# ---- block 1 ----
**src/rtl/spi_master_gen.sv**
```systemverilog
// SPI master with configurable word width, SCLK rate, SPI mode, bit order and
// chip-select count. Supports multi-word bursts that hold CS low between words.
module spi_master_gen #(
  parameter int DATA_W            = 16,
  parameter int CLKS_PER_HALF_BIT = 2,
  parameter int SPI_MODE          = 0,
  parameter int LSB_FIRST         = 0,
  parameter int NUM_CS            = 1,
  localparam int CSW              = (NUM_CS > 1) ? $clog2(NUM_CS) : 1
) (
  input  logic              i_Clk,
  input  logic              i_Rst,
  input  logic              i_Start,
  input  logic [DATA_W-1:0] i_TX_Word,
  input  logic              i_Last,
  input  logic [CSW-1:0]    i_CS_Sel,
  output logic              o_TX_Ready,
  output logic              o_RX_DV,
  output logic [DATA_W-1:0] o_RX_Word,
  output logic              o_Busy,
  output logic              o_SPI_Clk,
  output logic              o_SPI_MOSI,
  input  logic              i_SPI_MISO,
  output logic [NUM_CS-1:0] o_SPI_CS_n
);

  localparam logic CPOL = ((SPI_MODE & 2) != 0);
  localparam logic CPHA = ((SPI_MODE & 1) != 0);
  localparam int CNT_W  = $clog2(CLKS_PER_HALF_BIT);
  localparam int EDGE_W = $clog2(2 * DATA_W + 1);
  localparam logic [CNT_W-1:0]  CNT_MAX   = CNT_W'(CLKS_PER_HALF_BIT - 1);
  localparam logic [EDGE_W-1:0] EDGE_LAST = EDGE_W'(2 * DATA_W);
  localparam logic [CSW:0]      NUM_CS_L  = (CSW + 1)'(NUM_CS);

  typedef enum logic [2:0] {StIdle, StCsSetup, StShift, StWaitNext, StCsHold} state_e;

  state_e              r_state, w_state_next;
  logic [CNT_W-1:0]    r_cnt;
  logic [EDGE_W-1:0]   r_edge_cnt;
  logic [DATA_W-1:0]   r_tx_sr, r_rx_sr, r_rx_word;
  logic                r_mosi, r_sclk, r_rx_dv, r_last;
  logic [NUM_CS-1:0]   r_cs_n, w_cs_dec_n;
  logic                w_ready, w_accept, w_cnt_max, w_edge, w_done, w_sample;
  logic                w_tx_first, w_word_first;
  logic [DATA_W-1:0]   w_tx_next, w_word_next, w_rx_next;

  // Handshake, SCLK edge timing and bit-order helpers
  always_comb begin
    w_ready   = (r_state == StIdle) || (r_state == StWaitNext);
    w_accept  = i_Start && w_ready &&
                ((r_state == StWaitNext) || ({1'b0, i_CS_Sel} < NUM_CS_L));
    w_cnt_max = (r_cnt == CNT_MAX);
    // CS_SETUP exit produces the first edge; SHIFT produces the remaining ones
    w_edge    = w_cnt_max && ((r_state == StCsSetup) ||
                              ((r_state == StShift) && (r_edge_cnt != EDGE_LAST)));
    // One half-bit after the final edge the received word is complete
    w_done    = w_cnt_max && (r_state == StShift) && (r_edge_cnt == EDGE_LAST);
    // Even count before the edge means a leading edge
    w_sample  = w_edge && (r_edge_cnt[0] == CPHA);
    for (int i = 0; i < NUM_CS; i++) begin
      w_cs_dec_n[i] = !(CSW'(i) == i_CS_Sel);
    end
    if (LSB_FIRST != 0) begin
      w_tx_first   = r_tx_sr[0];
      w_tx_next    = r_tx_sr >> 1;
      w_word_first = i_TX_Word[0];
      w_word_next  = i_TX_Word >> 1;
      w_rx_next    = {i_SPI_MISO, r_rx_sr[DATA_W-1:1]};
    end else begin
      w_tx_first   = r_tx_sr[DATA_W-1];
      w_tx_next    = r_tx_sr << 1;
      w_word_first = i_TX_Word[DATA_W-1];
      w_word_next  = i_TX_Word << 1;
      w_rx_next    = {r_rx_sr[DATA_W-2:0], i_SPI_MISO};
    end
  end

  // Next-state logic
  always_comb begin
    w_state_next = r_state;
    unique case (r_state)
      StIdle:     if (w_accept) w_state_next = StCsSetup;
      StCsSetup:  if (w_cnt_max) w_state_next = StShift;
      StShift:    if (r_rx_dv) w_state_next = r_last ? StCsHold : StWaitNext;
      StWaitNext: if (w_accept) w_state_next = StShift;
      StCsHold:   if (w_cnt_max) w_state_next = StIdle;
      default:    w_state_next = StIdle;
    endcase
  end

  // State register, half-bit counter, shift registers and CS/SCLK drivers
  always_ff @(posedge i_Clk) begin
    if (i_Rst) begin
      r_state    <= StIdle;
      r_cnt      <= '0;
      r_edge_cnt <= '0;
      r_tx_sr    <= '0;
      r_rx_sr    <= '0;
      r_rx_word  <= '0;
      r_mosi     <= 1'b0;
      r_sclk     <= CPOL;
      r_rx_dv    <= 1'b0;
      r_last     <= 1'b0;
      r_cs_n     <= '1;
    end else begin
      r_state <= w_state_next;
      r_rx_dv <= w_done;
      // A burst word enters SHIFT one cycle into its first half-bit, which keeps
      // the accept-to-RX_DV latency equal to 2*DATA_W+1 half-bits
      if (w_accept && (r_state == StWaitNext)) begin
        r_cnt <= CNT_W'(1);
      end else if ((w_state_next != r_state) || (r_state == StIdle) ||
                   (r_state == StWaitNext) || w_cnt_max) begin
        r_cnt <= '0;
      end else begin
        r_cnt <= r_cnt + 1'b1;
      end
      if (w_accept) begin
        r_last     <= i_Last;
        r_edge_cnt <= '0;
        if (r_state == StIdle) r_cs_n <= w_cs_dec_n;
        if (!CPHA) begin
          r_mosi  <= w_word_first;
          r_tx_sr <= w_word_next;
        end else begin
          r_tx_sr <= i_TX_Word;
        end
      end
      if (w_edge) begin
        r_sclk     <= ~r_sclk;
        r_edge_cnt <= r_edge_cnt + 1'b1;
        if (w_sample) begin
          r_rx_sr <= w_rx_next;
        end else begin
          r_mosi  <= w_tx_first;
          r_tx_sr <= w_tx_next;
        end
      end
      if (w_done) r_rx_word <= r_rx_sr;
      if ((r_state == StCsHold) && w_cnt_max) r_cs_n <= '1;
    end
  end

  assign o_TX_Ready = w_ready;
  assign o_Busy     = (r_state != StIdle);
  assign o_RX_DV    = r_rx_dv;
  assign o_RX_Word  = r_rx_word;
  assign o_SPI_Clk  = r_sclk;
  assign o_SPI_MOSI = r_mosi;
  assign o_SPI_CS_n = r_cs_n;

endmodule
```
**config.mk**
```make
export PLATFORM = sky130hd
export DESIGN_NAME = spi_master_gen
export DESIGN_NICKNAME = d
export VERILOG_FILES = /design/src/rtl/spi_master_gen.sv
export SDC_FILE = /design/constraint.sdc
export NUM_CORES = 1
export LEC_CHECK = 0
export ABC_AREA = 1
export CAP_MARGIN = 20
export CORE_UTILIZATION = 30
export CTS_BUF_LIST = sky130_fd_sc_hd__clkbuf_4
export CTS_CLUSTER_DIAMETER = 50
export DETAILED_ROUTE_END_ITERATION = 10
export SYNTH_ARGS = -nofsm -noshare
export SYNTH_HDL_FRONTEND = slang
export SYNTH_SLANG_ARGS = --single-unit
```
**constraint.sdc**
```tcl
create_clock -name i_Clk -period 2.1 [get_ports i_Clk]
set_clock_uncertainty 0.2 [all_clocks]
set_input_delay 0.21 -clock i_Clk [delete_from_list [all_inputs] [get_ports i_Clk]]
set_output_delay 0.21 -clock i_Clk [all_outputs]
set_load 0.02 [all_outputs]
```
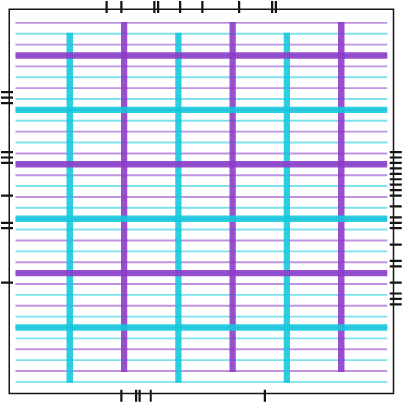
Fig. 1. Power grid (block 1).
Scale: 4 px per um. Pins as bars on the die edge.
VSS -> cyan
VDD -> purple
signal pins = 44
met1 rails = 34

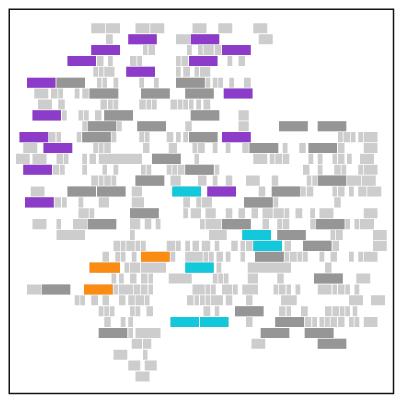
Fig. 2. Register map, names as in the netlist (block 1).
Scale: 4 px per um. Other sequential cells in the stronger gray, the rest of the logic in the fainter gray.
r_state -> orange  # placed flops 3
r_edge_cnt -> cyan  # placed flops 6
o_RX_Word -> purple  # placed flops 16
not colored = 38

==> run notes <==
From the run reports.

- The type of the worst min-delay path reads in -> reg.
- The worst IR drop on VDD is ~0.37 mV.
- Counting flops with a built-in enable in the synthesized netlist gives 0.
- Of the total synthesized cell area, the portion taken by full adders, half adders and majority gates is 0.00950.
- Max fanout on the critical path was recorded as 5.
- The met1 routing resource usage after global routing reads 0.172.
- The number of ordinary and repair buffers in the finished layout is between 40 and 50.
- The multiplexer share of the synthesized area is 0.
- The cell at the slowest stage of the critical path is dfxtp_1.
- The area of the multi-input gates reads between 0.001 and 0.0015 mm2.
- The max capacitance violation total is 0.
- The chip height is between 90 and 100 um.
- The final worst-path setup slack is around 0.18 ns.
- The logic depth of the worst register-to-register path reads 9.
- Setup repair after global routing left no endpoint under its margin.
- Per the cell usage report, the commonest logic cells after layout are nor2_1 (92), dfxtp_1 (62), nand2_1 (56).
- The run finished with clean final reports.
- The die boundary width reads approximately 96 um.
- The script computed a power per unit cell area of a little over 700 mW/mm2.

# ---- block 2 ----
Fig. 3: block 2, register map, names as in the netlist
Scale: 3 px per um. Other sequential cells in the stronger gray, the rest of the logic in the fainter gray.
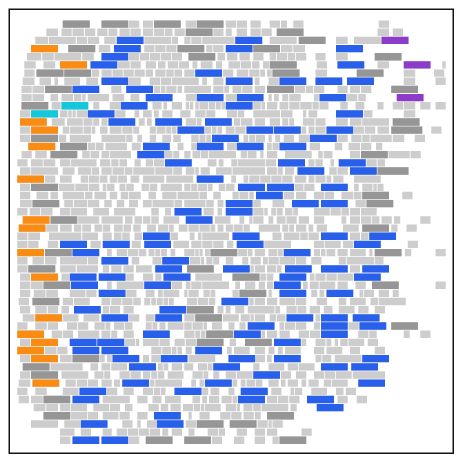
[src/rtl/alu_sequencer.sv]
// Operand/control stage for a 16-bit combinational ALU with an 8-entry register file.
// Optional macro ALU_SEQ_FLAGS_EN registers a zero flag alongside each writeback.
module alu_sequencer #(
  parameter int DW   = 16,
  parameter int NREG = 8
) (
  input  logic          clk,
  input  logic          rst_n,
  input  logic          ld_valid,
  input  logic [2:0]    ld_addr,
  input  logic [DW-1:0] ld_data,
  input  logic          instr_valid,
  output logic          instr_ready,
  input  logic [15:0]   instr,
  output logic [DW-1:0] alu_a,
  output logic [DW-1:0] alu_b,
  output logic [2:0]    alu_s,
  input  logic [DW-1:0] alu_q,
  output logic          done,
  output logic [DW-1:0] result,
  output logic          zero
);

  // state | meaning
  // IDLE  | accept a register load or an instruction
  // OPS   | drive operands and opcode to the ALU
  // EXEC  | capture the ALU result
  // WB    | write back to rd, raise done on the following cycle
  localparam logic [1:0] S_IDLE = 2'd0;
  localparam logic [1:0] S_OPS  = 2'd1;
  localparam logic [1:0] S_EXEC = 2'd2;
  localparam logic [1:0] S_WB   = 2'd3;

  logic [1:0]    state_q, state_d;
  logic [2:0]    op_q, op_d;
  logic [2:0]    rd_q, rd_d;
  logic [2:0]    ra_q, ra_d;
  logic [2:0]    rb_q, rb_d;
  logic [DW-1:0] alu_a_q, alu_a_d;
  logic [DW-1:0] alu_b_q, alu_b_d;
  logic [2:0]    alu_s_q, alu_s_d;
  logic [DW-1:0] cap_q, cap_d;
  logic [DW-1:0] result_q, result_d;
  logic          done_q, done_d;
  logic [DW-1:0] rf_q [NREG];
  logic [DW-1:0] rf_d [NREG];

  logic unused_instr_bits;
  assign unused_instr_bits = ^instr[3:0];

  // Gated by rst_n so the producer never sees a handshake while reset is held.
  assign instr_ready = rst_n & (state_q == S_IDLE) & ~ld_valid;

  always_comb begin
    state_d  = state_q;
    op_d     = op_q;
    rd_d     = rd_q;
    ra_d     = ra_q;
    rb_d     = rb_q;
    alu_a_d  = alu_a_q;
    alu_b_d  = alu_b_q;
    alu_s_d  = alu_s_q;
    cap_d    = cap_q;
    result_d = result_q;
    done_d   = 1'b0;
    rf_d     = rf_q;
    case (state_q)
      S_IDLE: begin
        if (ld_valid) begin
          rf_d[ld_addr] = ld_data;
        end else if (instr_valid) begin
          op_d    = instr[15:13];
          rd_d    = instr[12:10];
          ra_d    = instr[9:7];
          rb_d    = instr[6:4];
          state_d = S_OPS;
        end
      end
      S_OPS: begin
        alu_a_d = rf_q[ra_q];
        alu_b_d = rf_q[rb_q];
        alu_s_d = op_q;
        state_d = S_EXEC;
      end
      S_EXEC: begin
        cap_d   = alu_q;
        state_d = S_WB;
      end
      S_WB: begin
        rf_d[rd_q] = cap_q;
        result_d   = cap_q;
        done_d     = 1'b1;
        state_d    = S_IDLE;
      end
      default: state_d = S_IDLE;
    endcase
  end

  always_ff @(posedge clk or negedge rst_n) begin
    if (!rst_n) begin
      state_q  <= S_IDLE;
      op_q     <= '0;
      rd_q     <= '0;
      ra_q     <= '0;
      rb_q     <= '0;
      alu_a_q  <= '0;
      alu_b_q  <= '0;
      alu_s_q  <= '0;
      cap_q    <= '0;
      result_q <= '0;
      done_q   <= 1'b0;
      for (int i = 0; i < NREG; i++) rf_q[i] <= '0;
    end else begin
      state_q  <= state_d;
      op_q     <= op_d;
      rd_q     <= rd_d;
      ra_q     <= ra_d;
      rb_q     <= rb_d;
      alu_a_q  <= alu_a_d;
      alu_b_q  <= alu_b_d;
      alu_s_q  <= alu_s_d;
      cap_q    <= cap_d;
      result_q <= result_d;
      done_q   <= done_d;
      rf_q     <= rf_d;
    end
  end

  assign alu_a  = alu_a_q;
  assign alu_b  = alu_b_q;
  assign alu_s  = alu_s_q;
  assign done   = done_q;
  assign result = result_q;

`ifdef ALU_SEQ_FLAGS_EN
  logic zero_q, zero_d;

  always_comb begin
    zero_d = zero_q;
    if (state_q == S_WB) zero_d = (cap_q == '0);
  end

  always_ff @(posedge clk or negedge rst_n) begin
    if (!rst_n) zero_q <= 1'b0;
    else        zero_q <= zero_d;
  end

  assign zero = zero_q;
`else
  assign zero = 1'b0;
`endif

endmodule

[config.mk]
export PLATFORM = sky130hd
export DESIGN_NAME = alu_sequencer
export DESIGN_NICKNAME = d
export VERILOG_FILES = /design/src/rtl/alu_sequencer.sv
export SDC_FILE = /design/constraint.sdc
export NUM_CORES = 1
export LEC_CHECK = 0
export CORE_MARGIN = 2
export CORE_UTILIZATION = 59
export CTS_CLUSTER_DIAMETER = 40
export DETAILED_ROUTE_END_ITERATION = 10
export PLACE_DENSITY = 0.84
export SYNTH_ARGS = -nofsm -noshare
export SYNTH_HDL_FRONTEND = slang
export SYNTH_SLANG_ARGS = --single-unit
[constraint.sdc]
create_clock -name clk -period 2.5 [get_ports clk]
set_clock_uncertainty 0.2 [all_clocks]
set_input_delay 0.5 -clock clk [delete_from_list [all_inputs] [get_ports clk]]
set_output_delay 0.5 -clock clk [all_outputs]
set_load 0.005 [all_outputs]
==> run notes <==
From the run reports.

- The flow ran to the end, and the final reports show no timing, DRC or antenna violations.
- After the flow finishes, the layout carries non-filler instances totaling 1431.
- The most frequent cell after synthesis reads dfrtp_1.
- The largest net degree at the start of global routing is ~130.
- The terminus of the critical flop-to-flop path is rf_q[3].
- For this design, Yosys synthesis ends with a cell count of around 1100.
- According to the timing report, the arrival time at the worst endpoint equals 1.76 ns.
- Detailed routing placed a total of between 15000 and 20000 um of wire on met2.
- The remaining number of nets flagged by the antenna check after routing reads 0.
- The slew at the pin closest to its max-slew limit reads between 0.7 and 0.8 ns.
- The final max-slew violation count recorded for this run is 0.
- The number of antenna violations at the first check in global routing is 1.
- met1 track demand over resource after global routing is 0.456.
- The cell area that synthesis handed to floorplanning was around 0.012 mm2.
- The design area reads ~0.015 mm2.
- Of the total synthesized cell area, the portion taken by AND-OR and OR-AND cells is 0.219.
- The basic-gate share of the synthesized area counting and, or, nand and nor cells reads 0.0601.
- The core utilization before placement reads 0.600.
- The logic depth of the worst register-to-register path is 7.
- The number of ordinary and repair buffers in the finished layout is 189.
- All stages included, the depth of the critical timing path comes to 5.
- The sequential power is around 7100 uW.
- Per report_power, the top consumer among the power groups is combinational logic.
- The maximum frequency from static timing analysis is 406 MHz.
- In the synthesized netlist the async set-or-reset flop fraction comes to 1.00.
- The register ranked first by flip-flop count reads rf_q.
- In the placement report, post-DP HPWL is listed as between 20000 and 25000 um.
- The total clock buffers created by CTS is 31.
- Post-route period utilization is reported as 0.985.
- The wire length of the first global-routing pass is roughly 60000 um.
- The type of the setup path with the least slack reads reg -> out.
Notes on Fig. 3 above:
state_q -> cyan  # placed flops 2
result -> orange  # placed flops 16
alu_s -> purple  # placed flops 3
rf_q -> blue  # placed flops 128



==> notes/layouts.md <==
Pictures saved along the way, in no particular order.

Track usage over the die.
Plate I
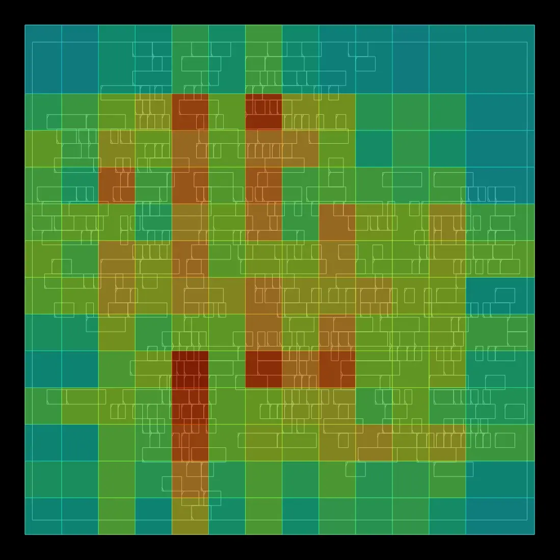
Plate II
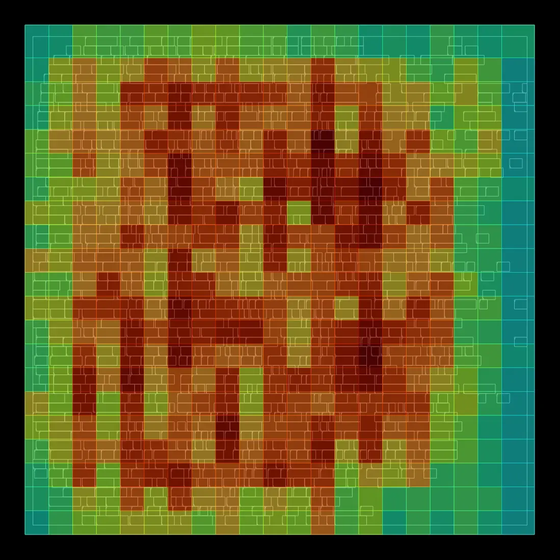
Plate II is block 2.
Plate I is block 1.
The one with the highest track usage is Plate II.
The one with the highest utilization is Plate II.


==> screenshots <==
Cells colored by class.
shot_01.png
Scale: 4 px per um. Fill, decap, tap and diode cells in gray.
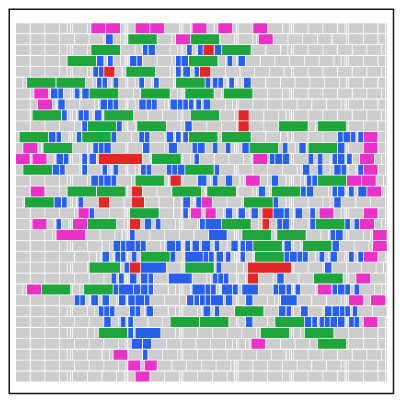
shot_02.png
Scale: 3 px per um. Fill, decap, tap and diode cells in gray.
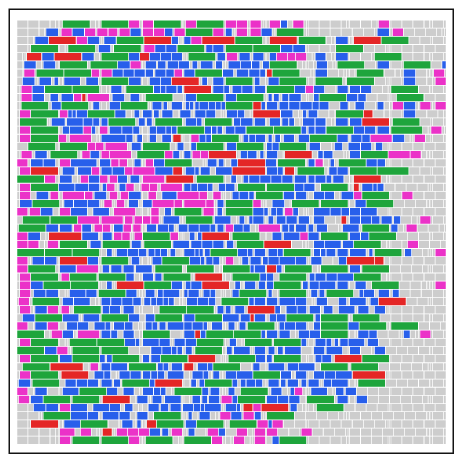
The one with the most sequential cells is shot_02.png.
The one with the most cells is shot_02.png.
shot_02.png: block 2
shot_01.png: block 1

Key to shot_02.png:
clock drivers and dummy loads -> red  # cells 55
combinational and other logic -> blue  # cells 707
flops -> green  # cells 210
other buffers and delay cells -> magenta  # cells 189

Power and IR drop assume default switching activity.
